=== block 1 ===
Figure 1. Met1 routing (block 1).
Cells faint in the background.
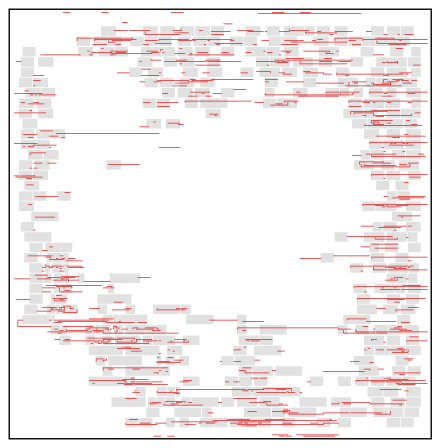
Figure 2. The metal 2 layer (block 1).
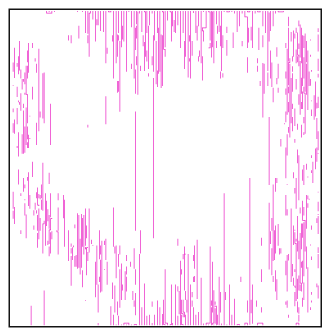
Figure 3. The metal 3 layer (block 1).
Cells faint in the background.
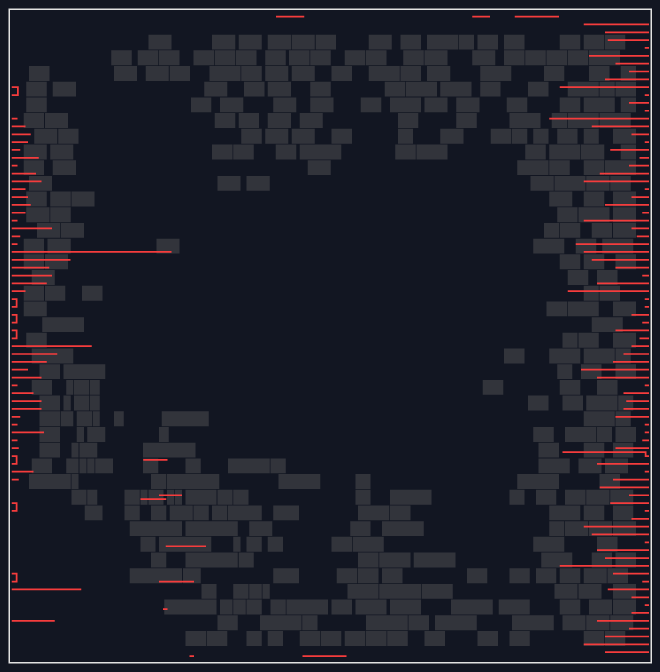
File: config.mk
export PLATFORM = sky130hd
export DESIGN_NAME = bram_port_arbiter_flat
export DESIGN_NICKNAME = d
export VERILOG_FILES = /design/src/rtl/bram_port_arbiter_if.sv /design/src/rtl/bram_port_arbiter.sv /design/src/flat_wrapper.sv
export SDC_FILE = /design/constraint.sdc
export NUM_CORES = 1
export LEC_CHECK = 0
export CORE_AREA = 2 2 109 111
export CTS_BUF_LIST = sky130_fd_sc_hd__clkbuf_4 sky130_fd_sc_hd__clkbuf_8 sky130_fd_sc_hd__clkbuf_16
export DETAILED_ROUTE_END_ITERATION = 10
export DIE_AREA = 0 0 111 113
export HOLD_SLACK_MARGIN = 0.03
export PLACE_DENSITY = 0.6
export SKIP_CTS_REPAIR_TIMING = 1
export SYNTH_ARGS = -nofsm -noshare
export SYNTH_HDL_FRONTEND = slang
export SYNTH_SLANG_ARGS = --single-unit
File: constraint.sdc
create_clock -name Clk_CI -period 1.9 [get_ports Clk_CI]
set_input_delay 0.38 -clock Clk_CI [delete_from_list [all_inputs] [get_ports Clk_CI]]
set_output_delay 0.38 -clock Clk_CI [all_outputs]
set_load 0.05 [all_outputs]
File: src/rtl/bram_port_arbiter_if.sv
// rtl/bram_port_arbiter_if.sv - requester and BRAM-side signal bundle for bram_port_arbiter
interface bram_port_arbiter_if #(
    parameter int NUM_REQ   = 2,
    parameter int ADDR_BITW = 32,
    parameter int DATA_BITW = 32
);
    localparam int BE_BITW = DATA_BITW / 8;

    logic [NUM_REQ-1:0]           Req_SI;
    logic [NUM_REQ-1:0]           Lock_SI;
    logic [NUM_REQ*ADDR_BITW-1:0] Addr_DI;
    logic [NUM_REQ*BE_BITW-1:0]   WrEn_SI;
    logic [NUM_REQ*DATA_BITW-1:0] Wr_DI;
    logic [NUM_REQ-1:0]           Gnt_SO;
    logic [NUM_REQ-1:0]           RdVal_SO;
    logic [DATA_BITW-1:0]         Rd_DO;
    logic                         Bram_En_SO;
    logic [ADDR_BITW-1:0]         Bram_Addr_SO;
    logic [BE_BITW-1:0]           Bram_WrEn_SO;
    logic [DATA_BITW-1:0]         Bram_Wr_DO;
    logic [DATA_BITW-1:0]         Bram_Rd_DI;

    modport slave (
        input  Req_SI, Lock_SI, Addr_DI, WrEn_SI, Wr_DI, Bram_Rd_DI,
        output Gnt_SO, RdVal_SO, Rd_DO, Bram_En_SO, Bram_Addr_SO, Bram_WrEn_SO, Bram_Wr_DO
    );

    modport master (
        output Req_SI, Lock_SI, Addr_DI, WrEn_SI, Wr_DI, Bram_Rd_DI,
        input  Gnt_SO, RdVal_SO, Rd_DO, Bram_En_SO, Bram_Addr_SO, Bram_WrEn_SO, Bram_Wr_DO
    );
endinterface

File: src/rtl/bram_port_arbiter.sv
// rtl/bram_port_arbiter.sv - round-robin BRAM port arbiter with lock and read-owner tracking
module bram_port_arbiter #(
    parameter int NUM_REQ    = 2,
    parameter int ADDR_BITW  = 32,
    parameter int DATA_BITW  = 32,
    parameter int RD_LATENCY = 1
) (
    input  logic                 Clk_CI,
    input  logic                 Rst_RBI,
    bram_port_arbiter_if.slave   bus
);
    localparam int BE_BITW  = DATA_BITW / 8;
    localparam int IDX_BITW = $clog2(NUM_REQ);

    typedef logic [IDX_BITW-1:0] idx_t;

    idx_t                  r_ptr;
    logic                  r_lock_vld;
    idx_t                  r_lock_own;
    logic [RD_LATENCY-1:0] r_rd_vld;
    idx_t                  r_rd_own [RD_LATENCY];

    logic                  w_gnt_vld;
    logic                  w_gnt_act;
    idx_t                  w_gnt_idx;
    idx_t                  w_scan_idx;
    idx_t                  w_ptr_nxt;
    logic [NUM_REQ-1:0]    w_gnt_oh;
    logic [NUM_REQ-1:0]    w_rd_val;
    logic [BE_BITW-1:0]    w_gnt_wren;
    logic                  w_gnt_rd;
    int                    w_scan_pos;

    // Scan from the highest offset down so the lowest offset from r_ptr wins.
    always_comb begin
        w_gnt_vld  = 1'b0;
        w_gnt_idx  = '0;
        w_scan_pos = 0;
        w_scan_idx = '0;
        if (r_lock_vld && bus.Req_SI[r_lock_own]) begin
            w_gnt_vld = 1'b1;
            w_gnt_idx = r_lock_own;
        end else begin
            for (int k = NUM_REQ - 1; k >= 0; k--) begin
                w_scan_pos = int'(r_ptr) + k;
                if (w_scan_pos >= NUM_REQ) begin
                    w_scan_pos = w_scan_pos - NUM_REQ;
                end
                w_scan_idx = idx_t'(w_scan_pos);
                if (bus.Req_SI[w_scan_idx]) begin
                    w_gnt_vld = 1'b1;
                    w_gnt_idx = w_scan_idx;
                end
            end
        end
    end

    assign w_gnt_act  = w_gnt_vld && Rst_RBI;
    assign w_gnt_wren = bus.WrEn_SI[int'(w_gnt_idx)*BE_BITW +: BE_BITW];
    assign w_gnt_rd   = w_gnt_act && (w_gnt_wren == '0);
    assign w_ptr_nxt  = (int'(w_gnt_idx) == NUM_REQ - 1) ? '0 : w_gnt_idx + 1'b1;

    always_comb begin
        w_gnt_oh = '0;
        if (w_gnt_act) begin
            w_gnt_oh[w_gnt_idx] = 1'b1;
        end
    end

    always_comb begin
        w_rd_val = '0;
        if (r_rd_vld[RD_LATENCY-1]) begin
            w_rd_val[r_rd_own[RD_LATENCY-1]] = 1'b1;
        end
    end

    assign bus.Gnt_SO       = w_gnt_oh;
    assign bus.Bram_En_SO   = w_gnt_act;
    assign bus.Bram_Addr_SO = bus.Addr_DI[int'(w_gnt_idx)*ADDR_BITW +: ADDR_BITW];
    assign bus.Bram_Wr_DO   = bus.Wr_DI[int'(w_gnt_idx)*DATA_BITW +: DATA_BITW];
    assign bus.Bram_WrEn_SO = w_gnt_act ? w_gnt_wren : '0;
    assign bus.RdVal_SO     = w_rd_val;
    assign bus.Rd_DO        = bus.Bram_Rd_DI;

    // The owner pipeline mirrors the BRAM read latency so each return is tagged.
    always_ff @(posedge Clk_CI or negedge Rst_RBI) begin
        if (!Rst_RBI) begin
            r_ptr      <= '0;
            r_lock_vld <= 1'b0;
            r_lock_own <= '0;
            r_rd_vld   <= '0;
            for (int s = 0; s < RD_LATENCY; s++) begin
                r_rd_own[s] <= '0;
            end
        end else begin
            if (w_gnt_vld) begin
                r_ptr      <= w_ptr_nxt;
                r_lock_vld <= bus.Lock_SI[w_gnt_idx];
                r_lock_own <= w_gnt_idx;
            end else begin
                r_lock_vld <= 1'b0;
            end
            r_rd_vld[0] <= w_gnt_rd;
            r_rd_own[0] <= w_gnt_idx;
            for (int s = 1; s < RD_LATENCY; s++) begin
                r_rd_vld[s] <= r_rd_vld[s-1];
                r_rd_own[s] <= r_rd_own[s-1];
            end
        end
    end
endmodule

File: src/flat_wrapper.sv
// flat-port wrapper written by rule: the top's interface ports become plain ports
module bram_port_arbiter_flat 
#(
    parameter int NUM_REQ    = 2,
    parameter int ADDR_BITW  = 32,
    parameter int DATA_BITW  = 32,
    parameter int RD_LATENCY = 1
)
  (Clk_CI, Rst_RBI, bus_Req_SI, bus_Lock_SI, bus_Addr_DI, bus_WrEn_SI, bus_Wr_DI, bus_Bram_Rd_DI, bus_Gnt_SO, bus_RdVal_SO, bus_Rd_DO, bus_Bram_En_SO, bus_Bram_Addr_SO, bus_Bram_WrEn_SO, bus_Bram_Wr_DO);
  bram_port_arbiter_if #(.NUM_REQ(NUM_REQ), .ADDR_BITW(ADDR_BITW), .DATA_BITW(DATA_BITW)) bus_i ();
  input  logic Clk_CI;
  input  logic Rst_RBI;
  input wire logic [$bits(bus_i.Req_SI)-1:0] bus_Req_SI;
  input wire logic [$bits(bus_i.Lock_SI)-1:0] bus_Lock_SI;
  input wire logic [$bits(bus_i.Addr_DI)-1:0] bus_Addr_DI;
  input wire logic [$bits(bus_i.WrEn_SI)-1:0] bus_WrEn_SI;
  input wire logic [$bits(bus_i.Wr_DI)-1:0] bus_Wr_DI;
  input wire logic [$bits(bus_i.Bram_Rd_DI)-1:0] bus_Bram_Rd_DI;
  output wire logic [$bits(bus_i.Gnt_SO)-1:0] bus_Gnt_SO;
  output wire logic [$bits(bus_i.RdVal_SO)-1:0] bus_RdVal_SO;
  output wire logic [$bits(bus_i.Rd_DO)-1:0] bus_Rd_DO;
  output wire logic [$bits(bus_i.Bram_En_SO)-1:0] bus_Bram_En_SO;
  output wire logic [$bits(bus_i.Bram_Addr_SO)-1:0] bus_Bram_Addr_SO;
  output wire logic [$bits(bus_i.Bram_WrEn_SO)-1:0] bus_Bram_WrEn_SO;
  output wire logic [$bits(bus_i.Bram_Wr_DO)-1:0] bus_Bram_Wr_DO;
  assign bus_i.Req_SI = bus_Req_SI;
  assign bus_i.Lock_SI = bus_Lock_SI;
  assign bus_i.Addr_DI = bus_Addr_DI;
  assign bus_i.WrEn_SI = bus_WrEn_SI;
  assign bus_i.Wr_DI = bus_Wr_DI;
  assign bus_i.Bram_Rd_DI = bus_Bram_Rd_DI;
  assign bus_Gnt_SO = bus_i.Gnt_SO;
  assign bus_RdVal_SO = bus_i.RdVal_SO;
  assign bus_Rd_DO = bus_i.Rd_DO;
  assign bus_Bram_En_SO = bus_i.Bram_En_SO;
  assign bus_Bram_Addr_SO = bus_i.Bram_Addr_SO;
  assign bus_Bram_WrEn_SO = bus_i.Bram_WrEn_SO;
  assign bus_Bram_Wr_DO = bus_i.Bram_Wr_DO;
  bram_port_arbiter #(.NUM_REQ(NUM_REQ), .ADDR_BITW(ADDR_BITW), .DATA_BITW(DATA_BITW), .RD_LATENCY(RD_LATENCY)) u_core (.Clk_CI(Clk_CI), .Rst_RBI(Rst_RBI), .bus(bus_i));
endmodule
==> results.sh <==
# yosys + openroad results
export IMPL_rows=39
export IMPL_top_logic_kind="multiplexers"
export IMPL_hold_violations=0
export IMPL_synth_flops=5
export IMPL_ys_sh_aoi=0.09769
export IMPL_startpoint="u_core.r_lock_vld$_DFF_PN0_"
export IMPL_worstSetupStartpointType="register"
export IMPL_hold_start="u_core.r_lock_own$_DFFE_PN0P_"
export IMPL_critical_path_class="reg2out"
export IMPL_setup_slack_ns=-0.4027
export IMPL_dpl_worst_slack_ns=-0.4470
export IMPL_status="finished, violations left"
export IMPL_worst_slew_pin_slew_ns=0.4161
export IMPL_cp_num_cells=6
export IMPL_finalSetupViolations=70
export IMPL_violations="negative setup slack"
## Picture notes: Figure 1
nets with wire on the layer: 405
main direction: horizontal

## Picture notes: Figure 2
nets with wire on the layer: 478
share of all routed wire: 54%
wire length on this layer: 3810 microns
via count: 1950
total wire length: 6994 microns
met2 Use GR: 0.1836

## Picture notes: Figure 3
nets with wire on the layer: 135
wire length on this layer: 696 microns
met3 usage: 0.03214

[per-layer routing]
layer  track usage  vias to the layer above  part of all wire
met4       0.01750                        0            0.0063
met1        0.1053                      883              0.35
met3       0.03214                        7              0.10
met2        0.1836                      137              0.54
li1              -                      923                 -
met5             0                        -                 0
[power by group]
group	internal [uW]	switching, uW	total [uW]	leakage (uW)
Clock	292	69.9	362	0.0000416
Sequential	117	5.92	123	0.0000619
Combinational	888	843	1730	0.00176
Total	1300	919	2220	0.00186

=== block 2 ===
==> src/rtl/bufhce_ce_sequencer.sv <==
// Clock-enable sequencer for a BUFHCE CE pin: arm delay, minimum on-time,
// drain delay before ack drops, forced-off path and an enable-event counter.
module bufhce_ce_sequencer #(
    parameter int ON_DLY  = 4,
    parameter int MIN_ON  = 8,
    parameter int OFF_DLY = 3,
    parameter int CNT_W   = 8
) (
    input  logic        clk,
    input  logic        rst,
    input  logic        en_req,
    input  logic        force_off,
    output logic        ce,
    output logic        ack,
    output logic        busy,
    output logic [1:0]  state,
    output logic        abort,
    output logic [15:0] en_cnt
);

    typedef enum logic [1:0] {
        S_OFF   = 2'd0,
        S_ARM   = 2'd1,
        S_ON    = 2'd2,
        S_DRAIN = 2'd3
    } state_t;

    localparam logic [CNT_W-1:0] ONE      = CNT_W'(1);
    localparam logic [CNT_W-1:0] ON_LAST  = CNT_W'(ON_DLY - 1);
    localparam logic [CNT_W-1:0] MIN_LAST = CNT_W'(MIN_ON - 1);
    localparam logic [CNT_W-1:0] MIN_MAX  = CNT_W'(MIN_ON);
    localparam logic [CNT_W-1:0] OFF_LAST = CNT_W'(OFF_DLY - 1);

    state_t           state_q, state_d;
    logic [CNT_W-1:0] cnt_q, cnt_d;
    logic             ce_q, ce_d;
    logic             ack_q, ack_d;
    logic             busy_q, busy_d;
    logic             abort_q, abort_d;
    logic [15:0]      en_cnt_q, en_cnt_d;
    logic             on_met;

    // cnt_q counts ON cycles already completed; the current cycle is the
    // MIN_ON-th one when cnt_q reaches MIN_ON-1, so leaving here keeps ce high
    // for exactly MIN_ON cycles.  The counter saturates at MIN_ON.
    assign on_met = (cnt_q == MIN_LAST) || (cnt_q == MIN_MAX);

    always_comb begin
        state_d  = state_q;
        cnt_d    = cnt_q;
        en_cnt_d = en_cnt_q;
        case (state_q)
            S_OFF: begin
                if (en_req && !force_off) begin
                    state_d = S_ARM;
                    cnt_d   = '0;
                end
            end
            S_ARM: begin
                if (!en_req || force_off) begin
                    state_d = S_OFF;
                    cnt_d   = '0;
                end else if (cnt_q == ON_LAST) begin
                    state_d  = S_ON;
                    cnt_d    = '0;
                    en_cnt_d = en_cnt_q + 16'd1;
                end else begin
                    cnt_d = cnt_q + ONE;
                end
            end
            S_ON: begin
                if (force_off || (!en_req && on_met)) begin
                    state_d = S_DRAIN;
                    cnt_d   = '0;
                end else if (cnt_q != MIN_MAX) begin
                    cnt_d = cnt_q + ONE;
                end
            end
            S_DRAIN: begin
                // Requests are ignored here: the drain always runs to completion.
                if (cnt_q == OFF_LAST) begin
                    state_d = S_OFF;
                    cnt_d   = '0;
                end else begin
                    cnt_d = cnt_q + ONE;
                end
            end
            default: begin
                state_d = S_OFF;
                cnt_d   = '0;
            end
        endcase

        // Outputs decode the next state so they move on the same edge as state.
        ce_d    = (state_d == S_ON);
        ack_d   = (state_d == S_ON) || (state_d == S_DRAIN);
        busy_d  = (state_d == S_ARM) || (state_d == S_DRAIN);
        abort_d = (state_q == S_ARM) && (state_d == S_OFF);
    end

    always_ff @(posedge clk or posedge rst) begin
        if (rst) begin
            state_q  <= S_OFF;
            cnt_q    <= '0;
            ce_q     <= 1'b0;
            ack_q    <= 1'b0;
            busy_q   <= 1'b0;
            abort_q  <= 1'b0;
            en_cnt_q <= '0;
        end else begin
            state_q  <= state_d;
            cnt_q    <= cnt_d;
            ce_q     <= ce_d;
            ack_q    <= ack_d;
            busy_q   <= busy_d;
            abort_q  <= abort_d;
            en_cnt_q <= en_cnt_d;
        end
    end

    assign ce     = ce_q;
    assign ack    = ack_q;
    assign busy   = busy_q;
    assign state  = state_q;
    assign abort  = abort_q;
    assign en_cnt = en_cnt_q;

endmodule

==> config.mk <==
export PLATFORM = sky130hd
export DESIGN_NAME = bufhce_ce_sequencer
export DESIGN_NICKNAME = d
export VERILOG_FILES = /design/src/rtl/bufhce_ce_sequencer.sv
export SDC_FILE = /design/constraint.sdc
export NUM_CORES = 1
export LEC_CHECK = 0
export ABC_AREA = 1
export ABC_CLOCK_PERIOD_IN_PS = 4400
export CAP_MARGIN = 20
export CORE_ASPECT_RATIO = 0.9
export CORE_UTILIZATION = 50
export CTS_CLUSTER_SIZE = 8
export DETAILED_ROUTE_END_ITERATION = 8
export HOLD_SLACK_MARGIN = 0.03
export PLACE_DENSITY = 0.74
export SLEW_MARGIN = 20
export SYNTH_ARGS = -nofsm -noshare
export SYNTH_HDL_FRONTEND = slang
export SYNTH_SLANG_ARGS = --single-unit
==> constraint.sdc <==
create_clock -name clk -period 4.4 [get_ports clk]
set_clock_uncertainty 0.2 [all_clocks]
set_input_delay 0.88 -clock clk [delete_from_list [all_inputs] [get_ports clk]]
set_output_delay 0.88 -clock clk [all_outputs]
set_load 0.05 [all_outputs]
==> results.sh <==
# yosys + openroad results
export IMPL_status="completed"
export IMPL_critical_path_class="reg2out"
export IMPL_wl_met2_microns=1685
export IMPL_clk_pin_slew_ns=0.07
export IMPL_ys_seq_share=0.4054
export IMPL_adder_share=0.02703
export IMPL_grt_total_usage=0.2054
export IMPL_powerClk_uw=231
export IMPL_seqPwrFrac=0.338
export IMPL_final_cells=319
export IMPL_power_uw=1163
export IMPL_clkPwrFrac=0.199
export IMPL_yosys_warnings=0
export IMPL_synth_area_leader_cell="dfrtp_1"
export IMPL_arrival_ns=1.63
export IMPL_avgSynthCellArea_sq_um=7.620
export IMPL_drive_gt1_frac=0.1382
export IMPL_nWellTaps=44
export IMPL_fin_area_sq_mm=0.002233
export IMPL_cp_top_family="buffers and inverters"
export IMPL_internal_power_uw=634.6
export IMPL_cts_buffers=5
export IMPL_clk_share=0.04258
export IMPL_grt_pass1_vias=1346
==> state kept, by name (all words and copies together), names as in the netlist <==
signal  count
abort       1
busy        1
state       2
en_cnt     16
ce          1
cnt_q       8
ack         1
==> synth_stat cells, drive strengths merged <==
library cell	n
buf	2
clkinv	1
dfrtp	30
ha	4
inv	31
nand2	85
nand3	16
nand4	3
nor2	44
nor3	3
o21ai	9
xnor2	4
xor2	11
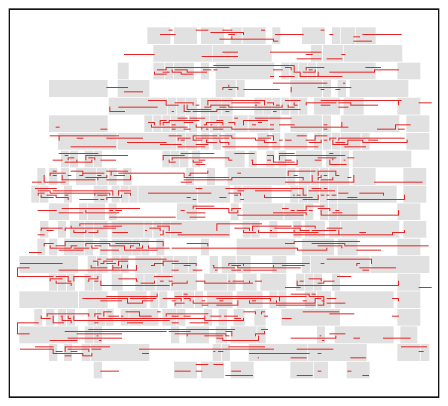
Figure 4: block 2, met1 routing.
Cells faint in the background.
main direction: horizontal
share of all routed wire: 48%
nets with wire on the layer: 253
wire length on this layer: 1740 microns


=== block 3 ===
Figure 5. Met1 routing (block 3).
Cells faint in the background.
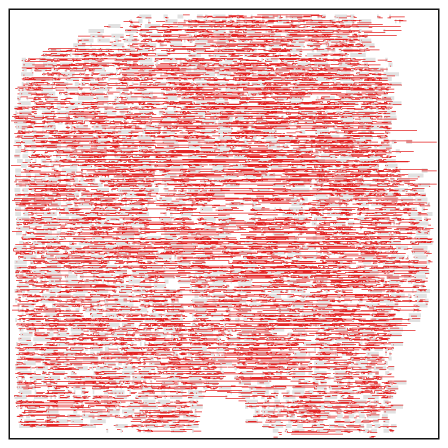
Figure 6. The metal 2 layer (block 3).
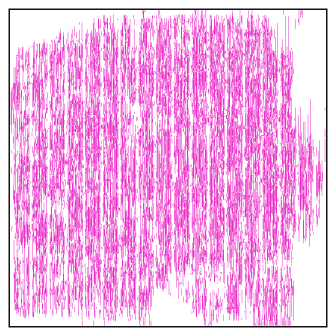
**config.mk**
```make
export PLATFORM = sky130hd
export DESIGN_NAME = branch_predictor_param_flat
export DESIGN_NICKNAME = d
export VERILOG_FILES = /design/src/rtl/branch_predictor_param_if.sv /design/src/rtl/branch_predictor_param.sv /design/src/flat_wrapper.sv
export SDC_FILE = /design/constraint.sdc
export NUM_CORES = 1
export LEC_CHECK = 0
export CELL_PAD_IN_SITES_DETAIL_PLACEMENT = 1
export CELL_PAD_IN_SITES_GLOBAL_PLACEMENT = 1
export CORE_MARGIN = 2
export CORE_UTILIZATION = 48
export DETAILED_ROUTE_END_ITERATION = 10
export GPL_TIMING_DRIVEN = 0
export PLACE_DENSITY = 0.91
export SYNTH_ARGS = -nofsm -noshare
export SYNTH_HDL_FRONTEND = slang
export SYNTH_SLANG_ARGS = --single-unit
```
**constraint.sdc**
```tcl
create_clock -name Clk -period 4.9 [get_ports Clk]
set_input_delay 0.49 -clock Clk [delete_from_list [all_inputs] [get_ports Clk]]
set_output_delay 0.49 -clock Clk [all_outputs]
set_load 0.005 [all_outputs]
```
**src/rtl/branch_predictor_param_if.sv**
```systemverilog
`default_nettype none
// +--------------------------------------------------------------------------+
// | Module      : branch_predictor_param_if                                   |
// | Description : Bundle between the IF/ID pipeline stages and the branch     |
// |               predictor. The lookup path carries the IF-stage PC and the  |
// |               prediction. The update path carries the ID-stage branch     |
// |               resolution. The bundle also carries bulk invalidate and the |
// |               statistics counters.                                        |
// | Modports    : master - pipeline side (drives lookup/update requests)      |
// |               slave  - predictor side (returns prediction and stats)      |
// | Revision    : 1.0 - initial release                                       |
// +--------------------------------------------------------------------------+
interface branch_predictor_param_if #(
  parameter int WORD = 16
);
  logic [WORD-1:0] curPC;
  logic            predTaken;
  logic [WORD-1:0] predPC;
  logic            upd_en;
  logic [WORD-1:0] upd_pc;
  logic            upd_taken;
  logic [WORD-1:0] upd_target;
  logic            upd_mispred;
  logic            inv_all;
  logic [WORD-1:0] update_cnt;
  logic [WORD-1:0] mispred_cnt;

  modport master (
    output curPC, upd_en, upd_pc, upd_taken, upd_target, upd_mispred, inv_all,
    input  predTaken, predPC, update_cnt, mispred_cnt
  );

  modport slave (
    input  curPC, upd_en, upd_pc, upd_taken, upd_target, upd_mispred, inv_all,
    output predTaken, predPC, update_cnt, mispred_cnt
  );
endinterface
`default_nettype wire

```
**src/rtl/branch_predictor_param.sv**
```systemverilog
`default_nettype none
// +--------------------------------------------------------------------------+
// | Module      : branch_predictor_param                                      |
// | Description : Direct-mapped branch target buffer. Each entry holds a      |
// |               valid bit, a tag, a target and an N-bit saturating          |
// |               direction counter. Lookup is combinational. Update comes    |
// |               from ID-stage resolution and is registered. The block also  |
// |               provides bulk invalidate and saturating update/mispredict   |
// |               statistics.                                                 |
// | Ports       : Clk      - clock                                            |
// |               Reset_N  - synchronous active-low reset                     |
// |               bp       - slave side of branch_predictor_param_if          |
// |                 curPC/predTaken/predPC        : IF-stage lookup           |
// |                 upd_en/upd_pc/upd_taken/                                  |
// |                 upd_target/upd_mispred        : ID-stage resolution       |
// |                 inv_all                       : clear all valid bits      |
// |                 update_cnt/mispred_cnt        : statistics                |
// | Revision    : 1.0 - initial release                                       |
// +--------------------------------------------------------------------------+
module branch_predictor_param #(
  parameter int WORD     = 16,
  parameter int IDX_BITS = 4,
  parameter int CNT_BITS = 2,
  parameter int MODE     = 1
) (
  input  wire logic              Clk,
  input  wire logic              Reset_N,
  branch_predictor_param_if.slave bp
);

  localparam int c_depth = 1 << IDX_BITS;
  localparam int c_tag_w = WORD - IDX_BITS;

  // Counter encodings: saturate high, weakly not-taken (reset), weakly taken (alloc)
  localparam logic [CNT_BITS-1:0] c_cnt_max = {CNT_BITS{1'b1}};
  localparam logic [CNT_BITS-1:0] c_cnt_wnt = CNT_BITS'((2 ** (CNT_BITS - 1)) - 1);
  localparam logic [CNT_BITS-1:0] c_cnt_wt  = CNT_BITS'(2 ** (CNT_BITS - 1));
  localparam logic [WORD-1:0]     c_stat_max = {WORD{1'b1}};

  // Table state
  logic [c_depth-1:0]  valid_q, valid_d;
  logic [c_tag_w-1:0]  tag_q [c_depth];
  logic [c_tag_w-1:0]  tag_d [c_depth];
  logic [WORD-1:0]     tgt_q [c_depth];
  logic [WORD-1:0]     tgt_d [c_depth];
  logic [CNT_BITS-1:0] cnt_q [c_depth];
  logic [CNT_BITS-1:0] cnt_d [c_depth];

  // Statistics
  logic [WORD-1:0] update_cnt_q, update_cnt_d;
  logic [WORD-1:0] mispred_cnt_q, mispred_cnt_d;

  // Lookup
  logic [IDX_BITS-1:0] w_idx;
  logic [c_tag_w-1:0]  w_tag;
  logic                w_hit;
  logic                w_pred_taken;

  // Update
  logic [IDX_BITS-1:0] w_uidx;
  logic [c_tag_w-1:0]  w_utag;
  logic                w_uhit;
  logic                w_upd_go;

  // ---------------------------------------------------------------------
  // Lookup. This path reads only the registered table, so an update in
  // the same cycle is seen from the next cycle and is never bypassed.
  // ---------------------------------------------------------------------
  always_comb begin
    w_idx = bp.curPC[IDX_BITS-1:0];
    w_tag = bp.curPC[WORD-1:IDX_BITS];
    w_hit = valid_q[w_idx] && (tag_q[w_idx] == w_tag);
    if (MODE == 0) begin
      w_pred_taken = w_hit;
    end else begin
      w_pred_taken = w_hit && cnt_q[w_idx][CNT_BITS-1];
    end
  end

  always_comb begin
    bp.predTaken   = w_pred_taken;
    // The fall-through PC wraps naturally at the WORD width
    bp.predPC      = w_pred_taken ? tgt_q[w_idx] : bp.curPC + WORD'(1);
    bp.update_cnt  = update_cnt_q;
    bp.mispred_cnt = mispred_cnt_q;
  end

  // ---------------------------------------------------------------------
  // Next-state computation
  // ---------------------------------------------------------------------
  always_comb begin
    w_uidx   = bp.upd_pc[IDX_BITS-1:0];
    w_utag   = bp.upd_pc[WORD-1:IDX_BITS];
    w_uhit   = valid_q[w_uidx] && (tag_q[w_uidx] == w_utag);
    // inv_all drops a coincident update entirely, statistics included
    w_upd_go = bp.upd_en && !bp.inv_all;

    valid_d       = valid_q;
    tag_d         = tag_q;
    tgt_d         = tgt_q;
    cnt_d         = cnt_q;
    update_cnt_d  = update_cnt_q;
    mispred_cnt_d = mispred_cnt_q;

    if (bp.inv_all) begin
      // Only the valid bits are cleared. Tags, targets and counters stay stale.
      valid_d = '0;
    end else if (bp.upd_en) begin
      if (w_uhit) begin
        if (bp.upd_taken) begin
          tgt_d[w_uidx] = bp.upd_target;
          if (cnt_q[w_uidx] != c_cnt_max) begin
            cnt_d[w_uidx] = cnt_q[w_uidx] + CNT_BITS'(1);
          end
        end else if (cnt_q[w_uidx] != '0) begin
          cnt_d[w_uidx] = cnt_q[w_uidx] - CNT_BITS'(1);
        end
      end else if (bp.upd_taken) begin
        // Allocate on a taken miss. A not-taken miss is not worth storing.
        valid_d[w_uidx] = 1'b1;
        tag_d[w_uidx]   = w_utag;
        tgt_d[w_uidx]   = bp.upd_target;
        cnt_d[w_uidx]   = c_cnt_wt;
      end
    end

    if (w_upd_go) begin
      if (update_cnt_q != c_stat_max) begin
        update_cnt_d = update_cnt_q + WORD'(1);
      end
      if (bp.upd_mispred && (mispred_cnt_q != c_stat_max)) begin
        mispred_cnt_d = mispred_cnt_q + WORD'(1);
      end
    end
  end

  // ---------------------------------------------------------------------
  // State registers
  // ---------------------------------------------------------------------
  always_ff @(posedge Clk) begin
    if (!Reset_N) begin
      valid_q       <= '0;
      update_cnt_q  <= '0;
      mispred_cnt_q <= '0;
      for (int i = 0; i < c_depth; i++) begin
        tag_q[i] <= '0;
        tgt_q[i] <= '0;
        cnt_q[i] <= c_cnt_wnt;
      end
    end else begin
      valid_q       <= valid_d;
      tag_q         <= tag_d;
      tgt_q         <= tgt_d;
      cnt_q         <= cnt_d;
      update_cnt_q  <= update_cnt_d;
      mispred_cnt_q <= mispred_cnt_d;
    end
  end

endmodule
`default_nettype wire

```
**src/flat_wrapper.sv**
```systemverilog
// flat-port wrapper written by rule: the top's interface ports become plain ports
module branch_predictor_param_flat 
#(
  parameter int WORD     = 16,
  parameter int IDX_BITS = 4,
  parameter int CNT_BITS = 2,
  parameter int MODE     = 1
)
  (Clk, Reset_N, bp_curPC, bp_upd_en, bp_upd_pc, bp_upd_taken, bp_upd_target, bp_upd_mispred, bp_inv_all, bp_predTaken, bp_predPC, bp_update_cnt, bp_mispred_cnt);
  branch_predictor_param_if #(.WORD(WORD)) bp_i ();
  input  wire logic Clk;
  input  wire logic Reset_N;
  input wire logic [$bits(bp_i.curPC)-1:0] bp_curPC;
  input wire logic [$bits(bp_i.upd_en)-1:0] bp_upd_en;
  input wire logic [$bits(bp_i.upd_pc)-1:0] bp_upd_pc;
  input wire logic [$bits(bp_i.upd_taken)-1:0] bp_upd_taken;
  input wire logic [$bits(bp_i.upd_target)-1:0] bp_upd_target;
  input wire logic [$bits(bp_i.upd_mispred)-1:0] bp_upd_mispred;
  input wire logic [$bits(bp_i.inv_all)-1:0] bp_inv_all;
  output wire logic [$bits(bp_i.predTaken)-1:0] bp_predTaken;
  output wire logic [$bits(bp_i.predPC)-1:0] bp_predPC;
  output wire logic [$bits(bp_i.update_cnt)-1:0] bp_update_cnt;
  output wire logic [$bits(bp_i.mispred_cnt)-1:0] bp_mispred_cnt;
  assign bp_i.curPC = bp_curPC;
  assign bp_i.upd_en = bp_upd_en;
  assign bp_i.upd_pc = bp_upd_pc;
  assign bp_i.upd_taken = bp_upd_taken;
  assign bp_i.upd_target = bp_upd_target;
  assign bp_i.upd_mispred = bp_upd_mispred;
  assign bp_i.inv_all = bp_inv_all;
  assign bp_predTaken = bp_i.predTaken;
  assign bp_predPC = bp_i.predPC;
  assign bp_update_cnt = bp_i.update_cnt;
  assign bp_mispred_cnt = bp_i.mispred_cnt;
  branch_predictor_param #(.WORD(WORD), .IDX_BITS(IDX_BITS), .CNT_BITS(CNT_BITS), .MODE(MODE)) u_core (.Clk(Clk), .Reset_N(Reset_N), .bp(bp_i));
endmodule
```
==> results.sh <==
# yosys + openroad results
export IMPL_status="finished, violations left"
export IMPL_p_leak_uw=0.009846
export IMPL_drv_cap=0
export IMPL_dp_cells=3767
export IMPL_seq_cells=528
export IMPL_synthCells=2941
export IMPL_violations="negative setup slack"
export IMPL_combinationalPowerShare=0.080
export IMPL_drv_slew=0
export IMPL_ys_cells=2941
export IMPL_final_nets=3129
export IMPL_rows=87
export IMPL_nClkBuffers=85
export IMPL_nWellTaps=756
export IMPL_cts_sinks=528
export IMPL_yosys_warnings=0
export IMPL_r2r_cells=10
export IMPL_place_area_sq_mm=0.02876
export IMPL_h_tree_depth=2
export IMPL_rsz0062_at_grt="false"
export IMPL_nMultiInputCombCells=2077
export IMPL_post_route_min_period_ns=4.914
export IMPL_finalSetupViolations=1
export IMPL_reg_largest_list="u_core.tgt_q (256), u_core.tag_q (192), u_core.cnt_q (32)"
export IMPL_setup_slack_ns=-0.01355
export IMPL_min_to="u_core.tgt_q[230]$_SDFFE_PN0P_"
export IMPL_hold_violations=0
## Picture notes: Figure 5
nets with wire on the layer: 2988
share of all routed wire: 35%
wire length on this layer: 43.3 mm

## Picture notes: Figure 6
share of all routed wire: 46%
main direction: vertical
nets with wire on the layer: 2882

[worst max path at each step]
stage / startpoint / end / slack [ns] / depth (start not counted)
floorplan: bp_upd_pc[1] / u_core.cnt_q[25]$_SDFFE_PN0P_ / 1.11 / 14
global placement: bp_curPC[1] / bp_predPC[0] / -1.84 / 12
detailed placement: bp_curPC[1] / bp_predPC[12] / -1.75 / 12
CTS: bp_curPC[0] / bp_predPC[12] / 0.01 / 13
global route: bp_curPC[0] / bp_predPC[2] / 0.03 / 13
finish: bp_upd_pc[2] / u_core.tag_q[131]$_SDFFE_PN0P_ / -0.01 / 13


==> layout pictures side by side <==
Routing congestion map.
Plate I
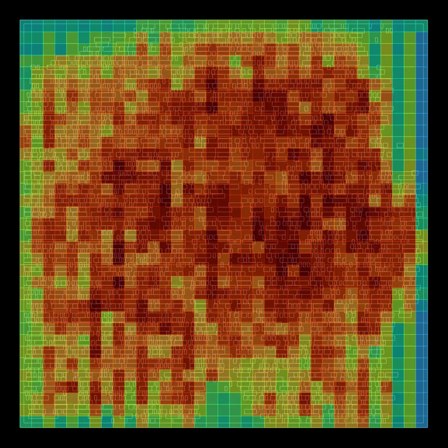
Plate II
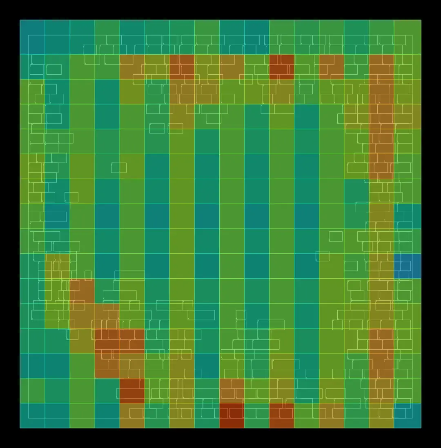
Plate III
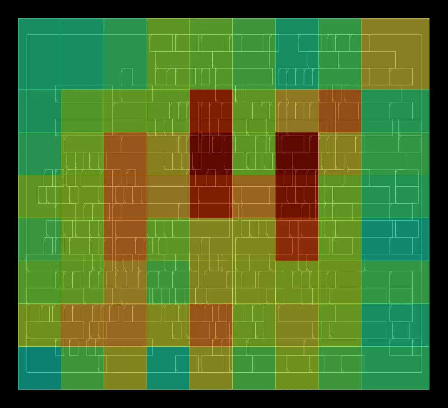
Plate II comes from block 1.
Plate III comes from block 2.
Plate I comes from block 3.

Power is estimated from default activity; no workload was simulated.
